# if_fetch_stage_flat

### Met1 routing, if_fetch_stage_flat

Scale bar: 50 um. Supply wires on this layer in gray. Cells faint in the background.
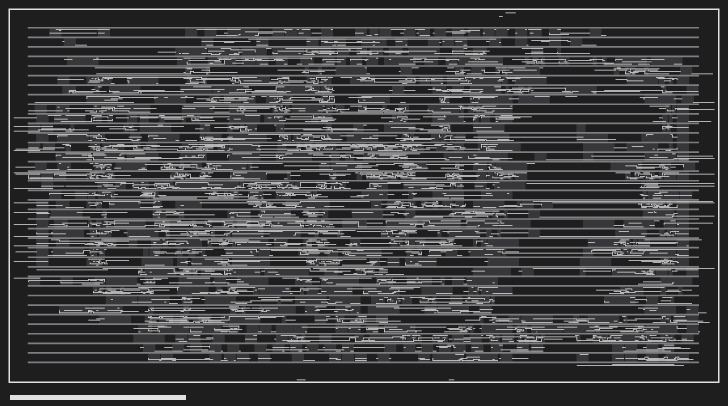

--- config.mk ---
export PLATFORM = sky130hd
export DESIGN_NAME = if_fetch_stage_flat
export DESIGN_NICKNAME = d
export VERILOG_FILES = /design/src/rtl/if_fetch_stage_if.sv /design/src/rtl/if_fetch_stage.sv /design/src/flat_wrapper.sv
export SDC_FILE = /design/constraint.sdc
export NUM_CORES = 1
export LEC_CHECK = 0
export ABC_AREA = 0
export CORE_ASPECT_RATIO = 0.5
export CORE_MARGIN = 5
export CORE_UTILIZATION = 35
export DETAILED_ROUTE_END_ITERATION = 12
export SYNTH_ARGS = -nofsm -noshare
export SYNTH_HDL_FRONTEND = slang
export SYNTH_SLANG_ARGS = --single-unit
--- constraint.sdc ---
create_clock -name clk -period 10.85 [get_ports clk]
set_input_delay 2.7125 -clock clk [delete_from_list [all_inputs] [get_ports clk]]
set_output_delay 2.7125 -clock clk [all_outputs]
set_load 0.1 [all_outputs]
--- src/rtl/if_fetch_stage_if.sv ---
// Bus bundle between the fetch stage and its neighbours: instruction-memory
// port, decode-side control inputs, IF/ID outputs and interrupt signals.
interface if_fetch_stage_if;
  logic [31:0] inst_addr;
  logic [31:0] inst_in;
  logic        data_hazard_stall;
  logic        control_hazard_stall;
  logic        branch;
  logic [31:0] pc_branch_or_jump;
  logic        int_req;
  logic        eret;
  logic [31:0] IF_pc_4;
  logic [31:0] inst_out;
  logic        IF_valid;
  logic [31:0] epc;
  logic        int_ack;
  logic        in_handler;

  // Fetch stage view: drives address, IF/ID and interrupt status.
  modport master (
    output inst_addr, IF_pc_4, inst_out, IF_valid, epc, int_ack, in_handler,
    input  inst_in, data_hazard_stall, control_hazard_stall, branch,
           pc_branch_or_jump, int_req, eret
  );

  // Environment view: imem, decode and interrupt source.
  modport slave (
    input  inst_addr, IF_pc_4, inst_out, IF_valid, epc, int_ack, in_handler,
    output inst_in, data_hazard_stall, control_hazard_stall, branch,
           pc_branch_or_jump, int_req, eret
  );
endinterface

--- src/rtl/if_fetch_stage.sv ---
// Instruction fetch stage with IF/ID register, EPC and a RUN/DEFER/HANDLER
// interrupt FSM. Redirects from decode keep the delay slot; an interrupt that
// coincides with a branch is deferred one edge so the delay slot stays whole.
module if_fetch_stage #(
  parameter logic [31:0] RESET_PC   = 32'h0000_0000,
  parameter logic [31:0] INT_VECTOR = 32'h0000_0004,
  parameter logic [31:0] NOP_INST   = 32'h0000_0000
) (
  input  logic              clk,
  input  logic              reset,
  if_fetch_stage_if.master  bus
);
  typedef enum logic [1:0] {S_RUN, S_DEFER, S_HANDLER} state_t;

  state_t      r_state, w_state_n;
  logic [31:0] r_pc, w_pc_n;
  logic [31:0] r_pc_4, w_pc_4_n;
  logic [31:0] r_inst, w_inst_n;
  logic        r_valid, w_valid_n;
  logic [31:0] r_epc, w_epc_n;
  logic        r_ack, w_ack_n;
  logic        w_stall;
  logic [31:0] w_seq_pc;

  assign w_stall  = bus.data_hazard_stall | bus.control_hazard_stall;
  assign w_seq_pc = r_pc + 32'd4;

  // Next PC / IF/ID / EPC / FSM, in edge priority order.
  always_comb begin
    w_state_n = r_state;
    w_pc_n    = r_pc;
    w_pc_4_n  = r_pc_4;
    w_inst_n  = r_inst;
    w_valid_n = r_valid;
    w_epc_n   = r_epc;
    w_ack_n   = 1'b0;
    if (w_stall) begin
      // everything holds; pending int_req/eret retried on next free edge
    end else if (bus.eret && r_state == S_HANDLER) begin
      w_pc_n    = r_epc;
      w_pc_4_n  = 32'd0;
      w_inst_n  = NOP_INST;
      w_valid_n = 1'b0;
      w_state_n = S_RUN;
    end else if (r_state == S_DEFER ||
                 (r_state == S_RUN && bus.int_req && !bus.branch)) begin
      // instruction currently in IF is squashed and refetched from epc
      w_epc_n   = r_pc;
      w_pc_n    = INT_VECTOR;
      w_pc_4_n  = 32'd0;
      w_inst_n  = NOP_INST;
      w_valid_n = 1'b0;
      w_ack_n   = 1'b1;
      w_state_n = S_HANDLER;
    end else begin
      // branch or sequential: the fetched instruction (maybe a delay slot) is kept
      w_pc_n    = bus.branch ? bus.pc_branch_or_jump : w_seq_pc;
      w_pc_4_n  = w_seq_pc;
      w_inst_n  = bus.inst_in;
      w_valid_n = 1'b1;
      if (bus.branch && bus.int_req && r_state == S_RUN)
        w_state_n = S_DEFER;
    end
  end

  // State registers, async active-high reset.
  always_ff @(posedge clk or posedge reset) begin
    if (reset) begin
      r_state <= S_RUN;
      r_pc    <= RESET_PC;
      r_pc_4  <= 32'd0;
      r_inst  <= NOP_INST;
      r_valid <= 1'b0;
      r_epc   <= 32'd0;
      r_ack   <= 1'b0;
    end else begin
      r_state <= w_state_n;
      r_pc    <= w_pc_n;
      r_pc_4  <= w_pc_4_n;
      r_inst  <= w_inst_n;
      r_valid <= w_valid_n;
      r_epc   <= w_epc_n;
      r_ack   <= w_ack_n;
    end
  end

  assign bus.inst_addr  = r_pc;
  assign bus.IF_pc_4    = r_pc_4;
  assign bus.inst_out   = r_inst;
  assign bus.IF_valid   = r_valid;
  assign bus.epc        = r_epc;
  assign bus.int_ack    = r_ack;
  assign bus.in_handler = (r_state == S_HANDLER);
endmodule

--- src/flat_wrapper.sv ---
// flat-port wrapper written by rule: the top's interface ports become plain ports
module if_fetch_stage_flat 
#(
  parameter logic [31:0] RESET_PC   = 32'h0000_0000,
  parameter logic [31:0] INT_VECTOR = 32'h0000_0004,
  parameter logic [31:0] NOP_INST   = 32'h0000_0000
)
  (clk, reset, bus_inst_addr, bus_IF_pc_4, bus_inst_out, bus_IF_valid, bus_epc, bus_int_ack, bus_in_handler, bus_inst_in, bus_data_hazard_stall, bus_control_hazard_stall, bus_branch, bus_pc_branch_or_jump, bus_int_req, bus_eret);
  if_fetch_stage_if bus_i ();
  input  logic clk;
  input  logic reset;
  output wire logic [$bits(bus_i.inst_addr)-1:0] bus_inst_addr;
  output wire logic [$bits(bus_i.IF_pc_4)-1:0] bus_IF_pc_4;
  output wire logic [$bits(bus_i.inst_out)-1:0] bus_inst_out;
  output wire logic [$bits(bus_i.IF_valid)-1:0] bus_IF_valid;
  output wire logic [$bits(bus_i.epc)-1:0] bus_epc;
  output wire logic [$bits(bus_i.int_ack)-1:0] bus_int_ack;
  output wire logic [$bits(bus_i.in_handler)-1:0] bus_in_handler;
  input wire logic [$bits(bus_i.inst_in)-1:0] bus_inst_in;
  input wire logic [$bits(bus_i.data_hazard_stall)-1:0] bus_data_hazard_stall;
  input wire logic [$bits(bus_i.control_hazard_stall)-1:0] bus_control_hazard_stall;
  input wire logic [$bits(bus_i.branch)-1:0] bus_branch;
  input wire logic [$bits(bus_i.pc_branch_or_jump)-1:0] bus_pc_branch_or_jump;
  input wire logic [$bits(bus_i.int_req)-1:0] bus_int_req;
  input wire logic [$bits(bus_i.eret)-1:0] bus_eret;
  assign bus_inst_addr = bus_i.inst_addr;
  assign bus_IF_pc_4 = bus_i.IF_pc_4;
  assign bus_inst_out = bus_i.inst_out;
  assign bus_IF_valid = bus_i.IF_valid;
  assign bus_epc = bus_i.epc;
  assign bus_int_ack = bus_i.int_ack;
  assign bus_in_handler = bus_i.in_handler;
  assign bus_i.inst_in = bus_inst_in;
  assign bus_i.data_hazard_stall = bus_data_hazard_stall;
  assign bus_i.control_hazard_stall = bus_control_hazard_stall;
  assign bus_i.branch = bus_branch;
  assign bus_i.pc_branch_or_jump = bus_pc_branch_or_jump;
  assign bus_i.int_req = bus_int_req;
  assign bus_i.eret = bus_eret;
  if_fetch_stage #(.RESET_PC(RESET_PC), .INT_VECTOR(INT_VECTOR), .NOP_INST(NOP_INST)) u_core (.clk(clk), .reset(reset), .bus(bus_i));
endmodule
# adc_bus_in_flat

==> src/rtl/adc_bus_in_if.sv <==
// adc_bus_in_if: bundle of the interleaved I/Q receive bus.
// master = pin/control side that drives samples, slave = the receiver.
// ERR_W must match the ERR_W of the adc_bus_in instance it connects to.
interface adc_bus_in_if #(
    parameter int ERR_W = 16
);
    logic             adc_sel;
    logic [9:0]       adc_data;
    logic             err_clr;
    logic [7:0]       adc_out_i;
    logic [7:0]       adc_out_q;
    logic             iq_valid;
    logic             locked;
    logic [ERR_W-1:0] err_cnt;

    modport master (
        output adc_sel, adc_data, err_clr,
        input  adc_out_i, adc_out_q, iq_valid, locked, err_cnt
    );

    modport slave (
        input  adc_sel, adc_data, err_clr,
        output adc_out_i, adc_out_q, iq_valid, locked, err_cnt
    );
endinterface

==> src/rtl/adc_bus_in.sv <==
// adc_bus_in: receive side of the interleaved I/Q converter bus.
// Registers the 10-bit multiplexed ADC bus, pairs I->Q samples into 8-bit
// words, tracks phase lock on the sel alternation and counts violations.
// Optional build macro ADC_ROUND_EN: round-half-up with saturation instead
// of plain truncation when reducing 10-bit samples to 8 bits.
//
// Output protocol: iq_valid is a one-cycle strobe with no backpressure;
// adc_out_i/adc_out_q are valid in the cycle iq_valid is high and hold
// their value until the next strobe. The consumer must take every strobe.
module adc_bus_in #(
    parameter int LOCK_CNT = 4,
    parameter int ERR_W    = 16
) (
    input  logic         clk_in,
    input  logic         rst_in,
    adc_bus_in_if.slave  bus,
    output logic [1:0]   fsm_state
);

    typedef enum logic [1:0] {
        HUNT_I = 2'd0,
        HUNT_Q = 2'd1,
        LOCK_I = 2'd2,
        LOCK_Q = 2'd3
    } state_t;

    state_t           state, state_n;
    logic             sel_r;
    logic [9:0]       data_r;
    logic [3:0]       cnt, cnt_n;
    logic [7:0]       held_i, held_n;
    logic [7:0]       out_i, out_i_n;
    logic [7:0]       out_q, out_q_n;
    logic             valid, valid_n;
    logic             locked_r, locked_n;
    logic [ERR_W-1:0] err, err_n;
    logic             viol;
    logic [7:0]       data_cv;

`ifdef ADC_ROUND_EN
    logic [8:0] rnd;

    // Round half up, then clamp the one overflow code (256) to full scale.
    always_comb begin
        rnd     = 9'(({1'b0, data_r} + 11'd2) >> 2);
        data_cv = rnd[8] ? 8'hFF : rnd[7:0];
    end
`else
    // Plain truncation: keep the top eight bits.
    always_comb begin
        data_cv = 8'(data_r >> 2);
    end
`endif

    // Stage-1 capture of the pins plus all FSM and output registers.
    always_ff @(posedge clk_in) begin
        if (rst_in) begin
            sel_r    <= 1'b0;
            data_r   <= '0;
            state    <= HUNT_I;
            cnt      <= '0;
            held_i   <= '0;
            out_i    <= '0;
            out_q    <= '0;
            valid    <= 1'b0;
            locked_r <= 1'b0;
            err      <= '0;
        end else begin
            sel_r    <= bus.adc_sel;
            data_r   <= bus.adc_data;
            state    <= state_n;
            cnt      <= cnt_n;
            held_i   <= held_n;
            out_i    <= out_i_n;
            out_q    <= out_q_n;
            valid    <= valid_n;
            locked_r <= locked_n;
            err      <= err_n;
        end
    end

    // Next-state: hunt for LOCK_CNT clean I->Q pairs, then deliver pairs
    // until the alternation breaks.
    always_comb begin
        state_n  = state;
        cnt_n    = cnt;
        held_n   = held_i;
        out_i_n  = out_i;
        out_q_n  = out_q;
        valid_n  = 1'b0;
        locked_n = locked_r;
        viol     = 1'b0;
        err_n    = err;

        case (state)
            HUNT_I: begin
                if (sel_r) begin
                    held_n  = data_cv;
                    state_n = HUNT_Q;
                end else begin
                    cnt_n = '0;
                end
            end
            HUNT_Q: begin
                if (!sel_r) begin
                    cnt_n = cnt + 4'd1;
                    if (cnt + 4'd1 == 4'(LOCK_CNT)) begin
                        // Lock-completing pair is consumed without a strobe.
                        state_n  = LOCK_I;
                        locked_n = 1'b1;
                    end else begin
                        state_n = HUNT_I;
                    end
                end else begin
                    // Repeated I while hunting restarts the run on the new I.
                    held_n = data_cv;
                    cnt_n  = '0;
                end
            end
            LOCK_I: begin
                if (sel_r) begin
                    held_n  = data_cv;
                    state_n = LOCK_Q;
                end else begin
                    viol = 1'b1;
                end
            end
            LOCK_Q: begin
                if (!sel_r) begin
                    out_i_n = held_i;
                    out_q_n = data_cv;
                    valid_n = 1'b1;
                    state_n = LOCK_I;
                end else begin
                    viol = 1'b1;
                end
            end
            default: begin
                state_n = HUNT_I;
            end
        endcase

        // A violating I sample is kept as the start of a fresh pair.
        if (viol) begin
            locked_n = 1'b0;
            cnt_n    = '0;
            if (sel_r) begin
                held_n  = data_cv;
                state_n = HUNT_Q;
            end else begin
                state_n = HUNT_I;
            end
        end

        // Clear beats a same-edge violation; count saturates at all-ones.
        if (bus.err_clr) begin
            err_n = '0;
        end else if (viol && (err != '1)) begin
            err_n = err + 1'b1;
        end
    end

    assign bus.adc_out_i = out_i;
    assign bus.adc_out_q = out_q;
    assign bus.iq_valid  = valid;
    assign bus.locked    = locked_r;
    assign bus.err_cnt   = err;
    assign fsm_state     = state;

endmodule

==> src/flat_wrapper.sv <==
// flat-port wrapper written by rule: the top's interface ports become plain ports
module adc_bus_in_flat 
#(
    parameter int LOCK_CNT = 4,
    parameter int ERR_W    = 16
)
  (clk_in, rst_in, fsm_state, bus_adc_sel, bus_adc_data, bus_err_clr, bus_adc_out_i, bus_adc_out_q, bus_iq_valid, bus_locked, bus_err_cnt);
  adc_bus_in_if #(.ERR_W(ERR_W)) bus_i ();
  input  logic clk_in;
  input  logic rst_in;
  output logic [1:0] fsm_state;
  input wire logic [$bits(bus_i.adc_sel)-1:0] bus_adc_sel;
  input wire logic [$bits(bus_i.adc_data)-1:0] bus_adc_data;
  input wire logic [$bits(bus_i.err_clr)-1:0] bus_err_clr;
  output wire logic [$bits(bus_i.adc_out_i)-1:0] bus_adc_out_i;
  output wire logic [$bits(bus_i.adc_out_q)-1:0] bus_adc_out_q;
  output wire logic [$bits(bus_i.iq_valid)-1:0] bus_iq_valid;
  output wire logic [$bits(bus_i.locked)-1:0] bus_locked;
  output wire logic [$bits(bus_i.err_cnt)-1:0] bus_err_cnt;
  assign bus_i.adc_sel = bus_adc_sel;
  assign bus_i.adc_data = bus_adc_data;
  assign bus_i.err_clr = bus_err_clr;
  assign bus_adc_out_i = bus_i.adc_out_i;
  assign bus_adc_out_q = bus_i.adc_out_q;
  assign bus_iq_valid = bus_i.iq_valid;
  assign bus_locked = bus_i.locked;
  assign bus_err_cnt = bus_i.err_cnt;
  adc_bus_in #(.LOCK_CNT(LOCK_CNT), .ERR_W(ERR_W)) u_core (.clk_in(clk_in), .rst_in(rst_in), .bus(bus_i), .fsm_state(fsm_state));
endmodule
==> config.mk <==
export PLATFORM = sky130hd
export DESIGN_NAME = adc_bus_in_flat
export DESIGN_NICKNAME = d
export VERILOG_FILES = /design/src/rtl/adc_bus_in_if.sv /design/src/rtl/adc_bus_in.sv /design/src/flat_wrapper.sv
export SDC_FILE = /design/constraint.sdc
export NUM_CORES = 1
export LEC_CHECK = 0
export CAP_MARGIN = 40
export CORE_MARGIN = 4
export CORE_UTILIZATION = 52
export CTS_BUF_LIST = sky130_fd_sc_hd__clkbuf_8
export DETAILED_ROUTE_END_ITERATION = 8
export GPL_ROUTABILITY_DRIVEN = 0
export PLACE_DENSITY_LB_ADDON = 0.2
export SLEW_MARGIN = 20
export SYNTH_ARGS = -nofsm -noshare
export SYNTH_HDL_FRONTEND = slang
export SYNTH_SLANG_ARGS = --single-unit
==> constraint.sdc <==
create_clock -name clk_in -period 2 [get_ports clk_in]
set_input_delay 0.3 -clock clk_in [delete_from_list [all_inputs] [get_ports clk_in]]
set_output_delay 0.3 -clock clk_in [all_outputs]
set_load 0.05 [all_outputs]
# mult_sequencer

[src/rtl/mult_sequencer.sv]
// Control FSM for the shift-add signed multiplier datapath.
// Turns Execute / ClearXA_LoadB levels into one-cycle datapath commands.
module mult_sequencer #(
  parameter  int WIDTH = 8,
  localparam int CW    = (WIDTH > 1) ? $clog2(WIDTH) : 1
) (
  input  logic          i_clk,
  input  logic          i_reset,
  input  logic          i_execute,
  input  logic          i_clrxa_ldb,
  input  logic          i_m,
  output logic          o_ld_b,
  output logic          o_clr_xa,
  output logic          o_add,
  output logic          o_sub,
  output logic          o_shift,
  output logic          o_busy,
  output logic          o_done,
  output logic [CW-1:0] o_step
);

  typedef enum logic [2:0] {
    IDLE,
    CLR,
    ADD,
    SHIFT,
    HOLD
  } state_t;

  localparam logic [CW-1:0] LAST = CW'(WIDTH - 1);

  state_t        r_state;
  state_t        w_next;
  logic [CW-1:0] r_count;
  logic [CW-1:0] w_count;

  always_ff @(posedge i_clk) begin
    if (i_reset) begin
      r_state <= IDLE;
      r_count <= '0;
    end else begin
      r_state <= w_next;
      r_count <= w_count;
    end
  end

  always_comb begin
    w_next   = r_state;
    w_count  = r_count;
    o_ld_b   = 1'b0;
    o_clr_xa = 1'b0;
    o_add    = 1'b0;
    o_sub    = 1'b0;
    o_shift  = 1'b0;
    o_busy   = 1'b0;
    o_done   = 1'b0;
    o_step   = '0;
    unique case (r_state)
      IDLE: begin
        w_count = '0;
        if (i_clrxa_ldb) begin
          o_ld_b   = 1'b1;
          o_clr_xa = 1'b1;
        end else if (i_execute) begin
          w_next = CLR;
        end
      end
      CLR: begin
        o_clr_xa = 1'b1;
        o_busy   = 1'b1;
        w_count  = '0;
        w_next   = ADD;
      end
      ADD: begin
        o_busy = 1'b1;
        o_step = r_count;
        // Sign-bit weight is negative, so the last partial product subtracts
        if (i_m) begin
          if (r_count == LAST) o_sub = 1'b1;
          else                 o_add = 1'b1;
        end
        w_next = SHIFT;
      end
      SHIFT: begin
        o_shift = 1'b1;
        o_busy  = 1'b1;
        o_step  = r_count;
        if (r_count == LAST) begin
          w_next = HOLD;
        end else begin
          w_count = r_count + 1'b1;
          w_next  = ADD;
        end
      end
      HOLD: begin
        o_done = 1'b1;
        if (!i_execute) w_next = IDLE;
      end
      default: w_next = IDLE;
    endcase
    if (i_reset) begin
      o_ld_b   = 1'b0;
      o_clr_xa = 1'b0;
      o_add    = 1'b0;
      o_sub    = 1'b0;
      o_shift  = 1'b0;
      o_busy   = 1'b0;
      o_done   = 1'b0;
      o_step   = '0;
    end
  end

endmodule
[config.mk]
export PLATFORM = sky130hd
export DESIGN_NAME = mult_sequencer
export DESIGN_NICKNAME = d
export VERILOG_FILES = /design/src/rtl/mult_sequencer.sv
export SDC_FILE = /design/constraint.sdc
export NUM_CORES = 1
export LEC_CHECK = 0
export CORE_AREA = 5 5 42 44
export CTS_CLUSTER_SIZE = 25
export DETAILED_ROUTE_END_ITERATION = 12
export DIE_AREA = 0 0 47 49
export PLACE_DENSITY_LB_ADDON = 0.3
export SLEW_MARGIN = 20
export SYNTH_ARGS = -nofsm -noshare
export SYNTH_HDL_FRONTEND = slang
export SYNTH_SLANG_ARGS = --single-unit
[constraint.sdc]
create_clock -name i_clk -period 2 [get_ports i_clk]
set_input_delay 0.3 -clock i_clk [delete_from_list [all_inputs] [get_ports i_clk]]
set_output_delay 0.3 -clock i_clk [all_outputs]
set_load 0.01 [all_outputs]
### M2 wires, if_fetch_stage_flat

Scale bar: 50 um. Cells faint in the background.
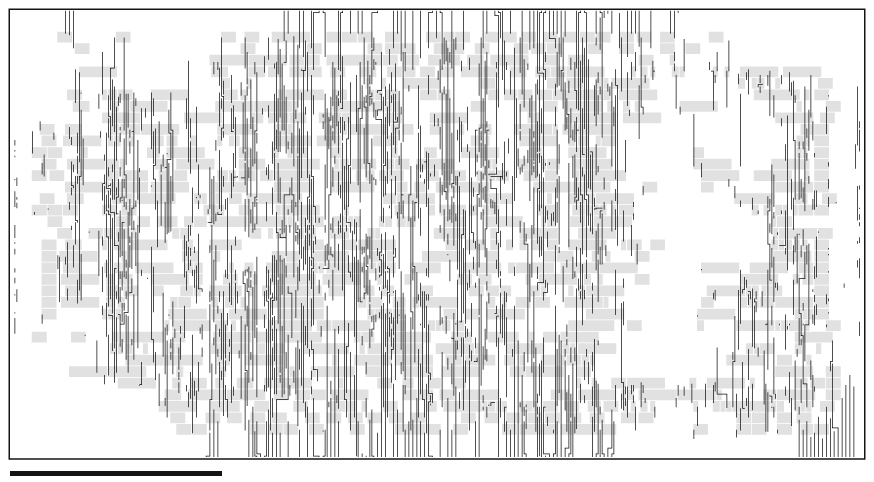
share of all routed wire: 49%
nets with wire on the layer: 769
final WL: 20800 um
vias: 5747
met2 Usage GRT: 32.5%

### Close-up of the layout, if_fetch_stage_flat

Scale bar: 10 um. Region (81, 12) to (121, 52) um. Cells in gray, sequential cells in the stronger gray; small squares are vias.
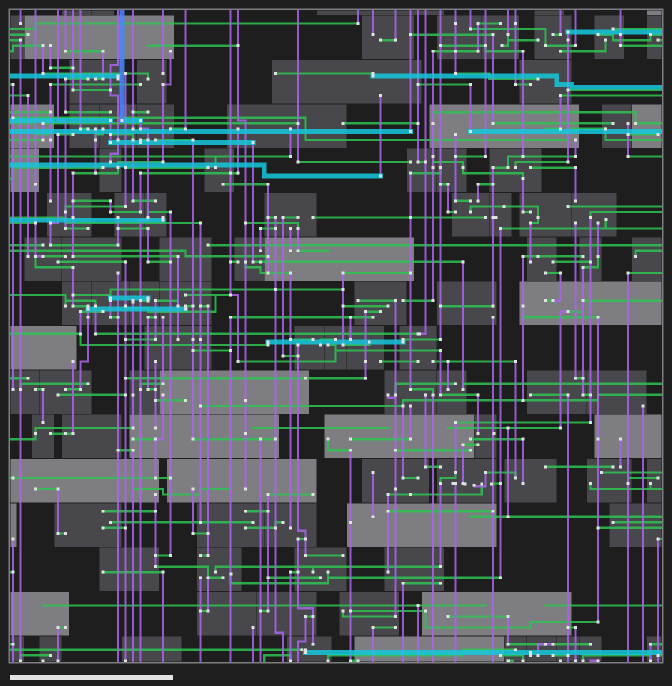
legend:
  blue:
    layer: M4
  green:
    layer: M1
  cyan:
    layer: M3
  purple:
    layer: M2
most frequent: clkdlybuf4s50_1 (13), dfrtp_1 (12), o21ai_0 (11)
sequential cells in the window: 12
netlist names of flops here include: u_core.bus.epc (5), u_core.bus.inst_addr (5)
cells with their middle in the window: 92

Notes on 'Met1 routing' of if_fetch_stage_flat above:
wire length on this layer: 9280 um
longest straight run: 70.4 um
nets with wire on the layer: 841
main direction: horizontal

==> flow_summary.json, if_fetch_stage_flat <==
{
  "final_cell_mix": "201 x clkdlybuf4s50_1, 139 x nand2_1, 132 x dfrtp_1",
  "yosysWarnings": 0,
  "drtIter0Drc": 290,
  "crit_family": "buffers and inverters",
  "die_h_um": 106,
  "cts_tree": "built",
  "ys_ff": 132,
  "fin_nets": 910,
  "yosys-top-cells-count": "139 x nand2_1, 132 x dfrtp_1, 84 x o21ai_0",
  "cts-resized-gates": 0,
  "nNonClkBuffers": 208,
  "status": "completed",
  "grt-ovfl-total": 0,
  "mi_logic_area_sq_mm": 0.00289,
  "cp.required_ns": 8.14,
  "synthTopCellsByArea": "dfrtp_1 52%, nand2_1 8.1%, o21ai_0 6.6%",
  "wl_met2_um": 10100,
  "ys_seq_share_pct": 51.5,
  "die_area_sq_mm": 0.0213,
  "warnings": 26,
  "design.seq.count": 132
}
## if_fetch_stage_flat: through the flow
| stage | setup slack, ns | utilization (%) | std cells | hold WS (ns) |
|---|---|---|---|---|
| 2_1_floorplan | 4.61 | - | 659 | 0.665 |
| 3_3_place_gp | 5.58 | 47.3 | 1059 | 0.462 |
| 3_5_place_dp | 5.46 | 47.3 | 1059 | 0.470 |
| 4_1_cts | 5.51 | 50.7 | 1091 | 0.483 |
| 5_1_grt | 5.46 | 50.7 | 1091 | 0.498 |
| 6_report | 5.51 | 50.7 | 1091 | 0.477 |
## if_fetch_stage_flat: final timing paths
path	to	slack, ns	depth (start not counted)
max	bus_in_handler	5.51	2
min	u_core.bus.IF_pc_4[24]$_DFFE_PP0P_	0.48	2
max reg2reg	u_core.bus.IF_pc_4[14]$_DFFE_PP0P_	8.25	5
min reg2reg	u_core.bus.IF_pc_4[24]$_DFFE_PP0P_	0.48	2
max in group asynchronous	u_core.bus.epc[6]$_DFFE_PP0P_	6.77	3
min in group asynchronous	u_core.bus.inst_out[21]$_DFFE_PP0P_	2.79	2
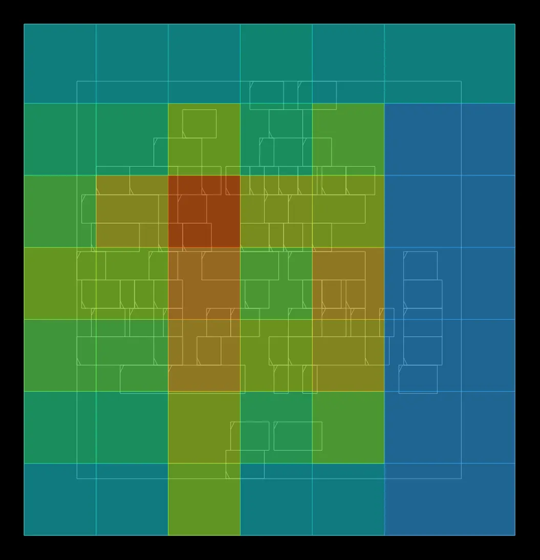
*Routing congestion, mult_sequencer*
grt met1 use: 10.9%
M3 GR Usage: 5.54%

==> flow_summary.json, mult_sequencer <==
{
  "drtIter0Drc": 8,
  "clkCellAreaFrac_pct": 3.83,
  "setup_tns_ns": 0,
  "top_cell_area_share_pct": 30.8,
  "max_freq_mhz": 534,
  "hold_viol_final": 0,
  "initCoreUtil_pct": 27.9,
  "synth_cells": 49,
  "clkbuf_count": 3,
  "min_path_cells": 3,
  "grt_max_degree": 10,
  "clkPwrFrac_pct": 38.1,
  "cts_hold_buffers": 0,
  "r2r_end": "r_count[0]$_SDFFE_PP0P_",
  "cts_buffer_depth": 2,
  "htreeDepth": 1,
  "crit_path_max_fanout": 6,
  "synthArstFlopShare_pct": 0,
  "setup_ws_ns": 0.128,
  "routed_via_density": 4.76,
  "warnings": 27,
  "place_ws_ns": -0.0806,
  "ys_cells": 49,
  "relSlewSlack_pct": 77.5,
  "p_leak_nw": 0.305,
  "fin_crit_sh_pct": 93.6,
  "grt_usage_pct": 8.62,
  "status": "completed",
  "die_h_um": 49,
  "worst_slew_pin_slew_ns": 0.337,
  "peakVddDrop_mv": 0.265,
  "firstDrtPassIters": 2,
  "place_area_sq_um": 561,
  "cp_slowest_cell": "clkdlybuf4s50_1",
  "ios": 15
}
mult_sequencer: how the worst max path moves through the flow:
stage,startpoint,endpoint,slack (ns),depth (start not counted)
finish,r_state[1]$_SDFFE_PP0P_,o_shift,0.13,4
global route,r_state[1]$_SDFFE_PP0P_,o_shift,0.04,4
CTS,i_reset,o_clr_xa,0.02,5
detailed placement,i_reset,o_busy,-0.08,4
global placement,i_reset,o_add,-0.05,6
floorplan,r_count[0]$_SDFFE_PP0P_,r_count[0]$_SDFFE_PP0P_,0.69,4
mult_sequencer: through the flow:
step | utilization [%] | power (mW)
final | 42.0 | 0.291
after global routing | 42.0 | 0.314
after CTS | 41.4 | 0.299
after detailed placement | 40.0 | 0.183
after global placement | 40.0 | 0.184
after floorplan | - | 0.155
mult_sequencer: cell families after synthesis:
family	after synthesis	synth area share [%]
AND/OR/NAND/NOR	28	41.7
AND-OR/OR-AND	7	10.9
flip-flops	6	30.8
buffers and inverters	5	7.05
adder cells (fa/ha/maj)	3	9.62
mult_sequencer: tightest hold or removal path, cell delays in order:
cell and delay, ns:
dlymetal6s2s_1 0.16, buf_4 0.16, a21oi_1 0.04
mult_sequencer: flip-flops by register name, indices dropped and copies added, names as in the netlist:
name     flops
r_state      3
r_count      3
### Close-up of the layout, adc_bus_in_flat

Scale bar: 10 um. Region (17, 2) to (57, 42) um. Cells in gray, sequential cells in the stronger gray; small squares are vias.
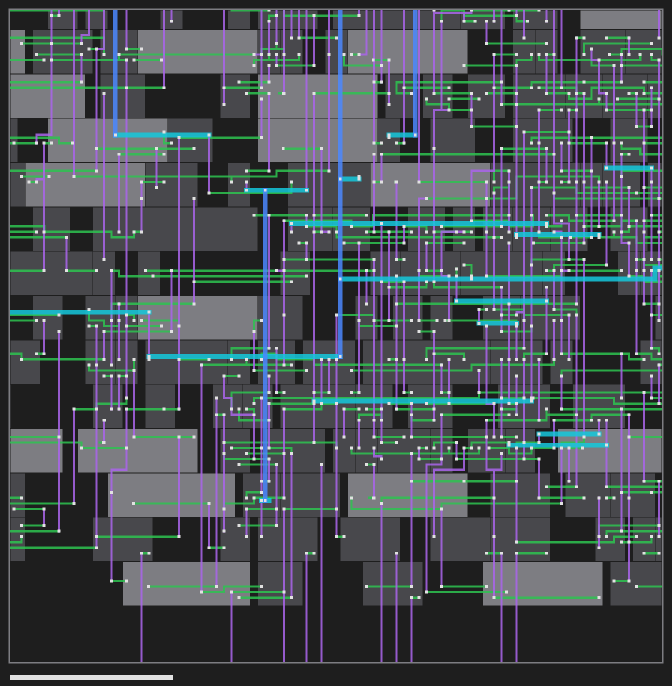
legend:
  green:
    layer: M1
  cyan:
    layer: M3
  blue:
    layer: M4
  purple:
    layer: M2
sequential cells in the window: 15
netlist names of flops here include: u_core.bus.err_cnt (8), u_core.fsm_state (2)
most frequent: nand2_1 (19), dfxtp_1 (13), clkdlybuf4s50_1 (9)
cells with their middle in the window: 117

==> flow_summary.json, adc_bus_in_flat <==
{
  "status": "completed",
  "fin_crit_sh_pct": 95.9,
  "place_ws_ns": 0.0838,
  "r2r_end": "u_core.bus.err_cnt[15]$_SDFFE_PP0P_",
  "fin_skew_ns": 0.00769,
  "synth.cell_area_sq_mm": 0.00230,
  "clock-sinks": 57,
  "antenna_found_initial": 0,
  "yosysWarnings": 0,
  "top_cell_area_share_pct": 49.5,
  "hold_end": "u_core.bus.adc_out_q[5]$_SDFFE_PP0P_",
  "rsz0062_at_grt": "no",
  "firstDrtPassIters": 4,
  "flop_cell": "dfxtp_1",
  "synth.distinct_cells": 41,
  "port_buffers": 47,
  "setup_ws_ns": 0.0821,
  "met1_length_um": 2130,
  "grt_pass1_wl_um": 8620
}
adc_bus_in_flat: logic make-up (layout without fill, tap and decap cells):
| kind of cell | Yosys count | after routing |
|---|---|---|
| and+or+nand+nor | 118 | 118 |
| DFF | 57 | 57 |
| AOI/OAI and AO/OA | 56 | 56 |
| buffers and inverters | 15 | 70 |
| muxes | 9 | 9 |
| adders and majority gates | 2 | 2 |
| xor gates and xnor gates | 2 | 2 |
adc_bus_in_flat: layout make-up:
class | count | area share, %
Sequential cell | 57 | 37.7
Inverter | 2 | 0.247
Timing Repair Buffer | 52 | 17.2
Clock inverter | 6 | 1.94
Tap cell | 50 | 2.06
Multi-Input combinational cell | 187 | 36.4
Clock buffer | 10 | 4.54
adc_bus_in_flat: layer usage:
| metal | up-vias | GRT usage, % |
|---|---|---|
| li1 | 1026 | - |
| met1 | 981 | 24.6 |
| met2 | 69 | 33.3 |
| met3 | 11 | 8.24 |
| met4 | 0 | 8.30 |
| met5 | - | 0 |
adc_bus_in_flat: where the power goes:
part	internal [mW]	leakage (nW)	total, mW	switching [mW]
registers	1.15	0.463	1.16	0.0115
logic	0.0461	0.511	0.0925	0.0464
clock network	0.599	0.0995	1.04	0.444


==> gallery <==
Drive-strength map.
shot_01.png
Scale bar: 20 um.
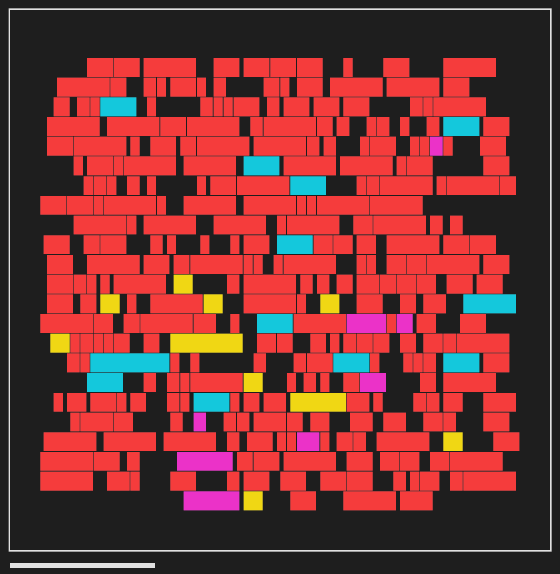
shot_02.png
Scale bar: 10 um.
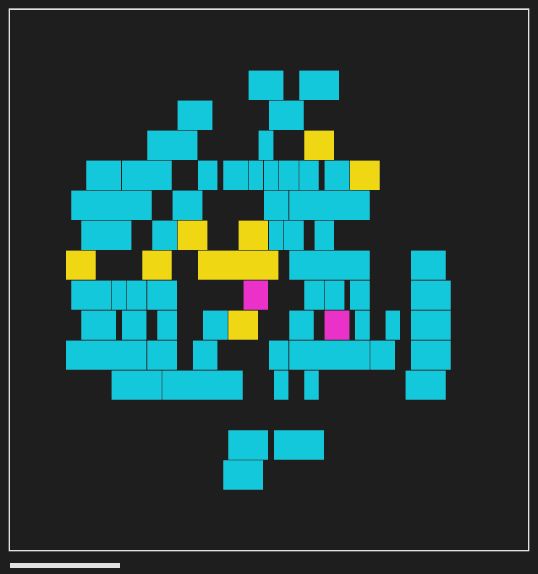
shot_03.png
Scale bar: 50 um.
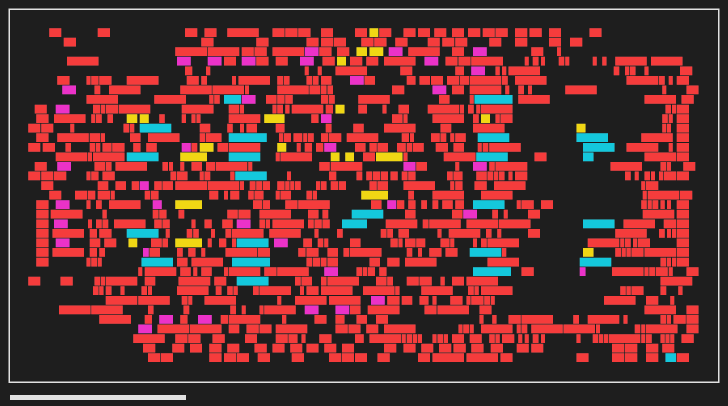
shot_02.png: mult_sequencer
shot_01.png: adc_bus_in_flat
shot_03.png: if_fetch_stage_flat
- fewest cells: shot_02.png

Power and IR drop assume default switching activity.
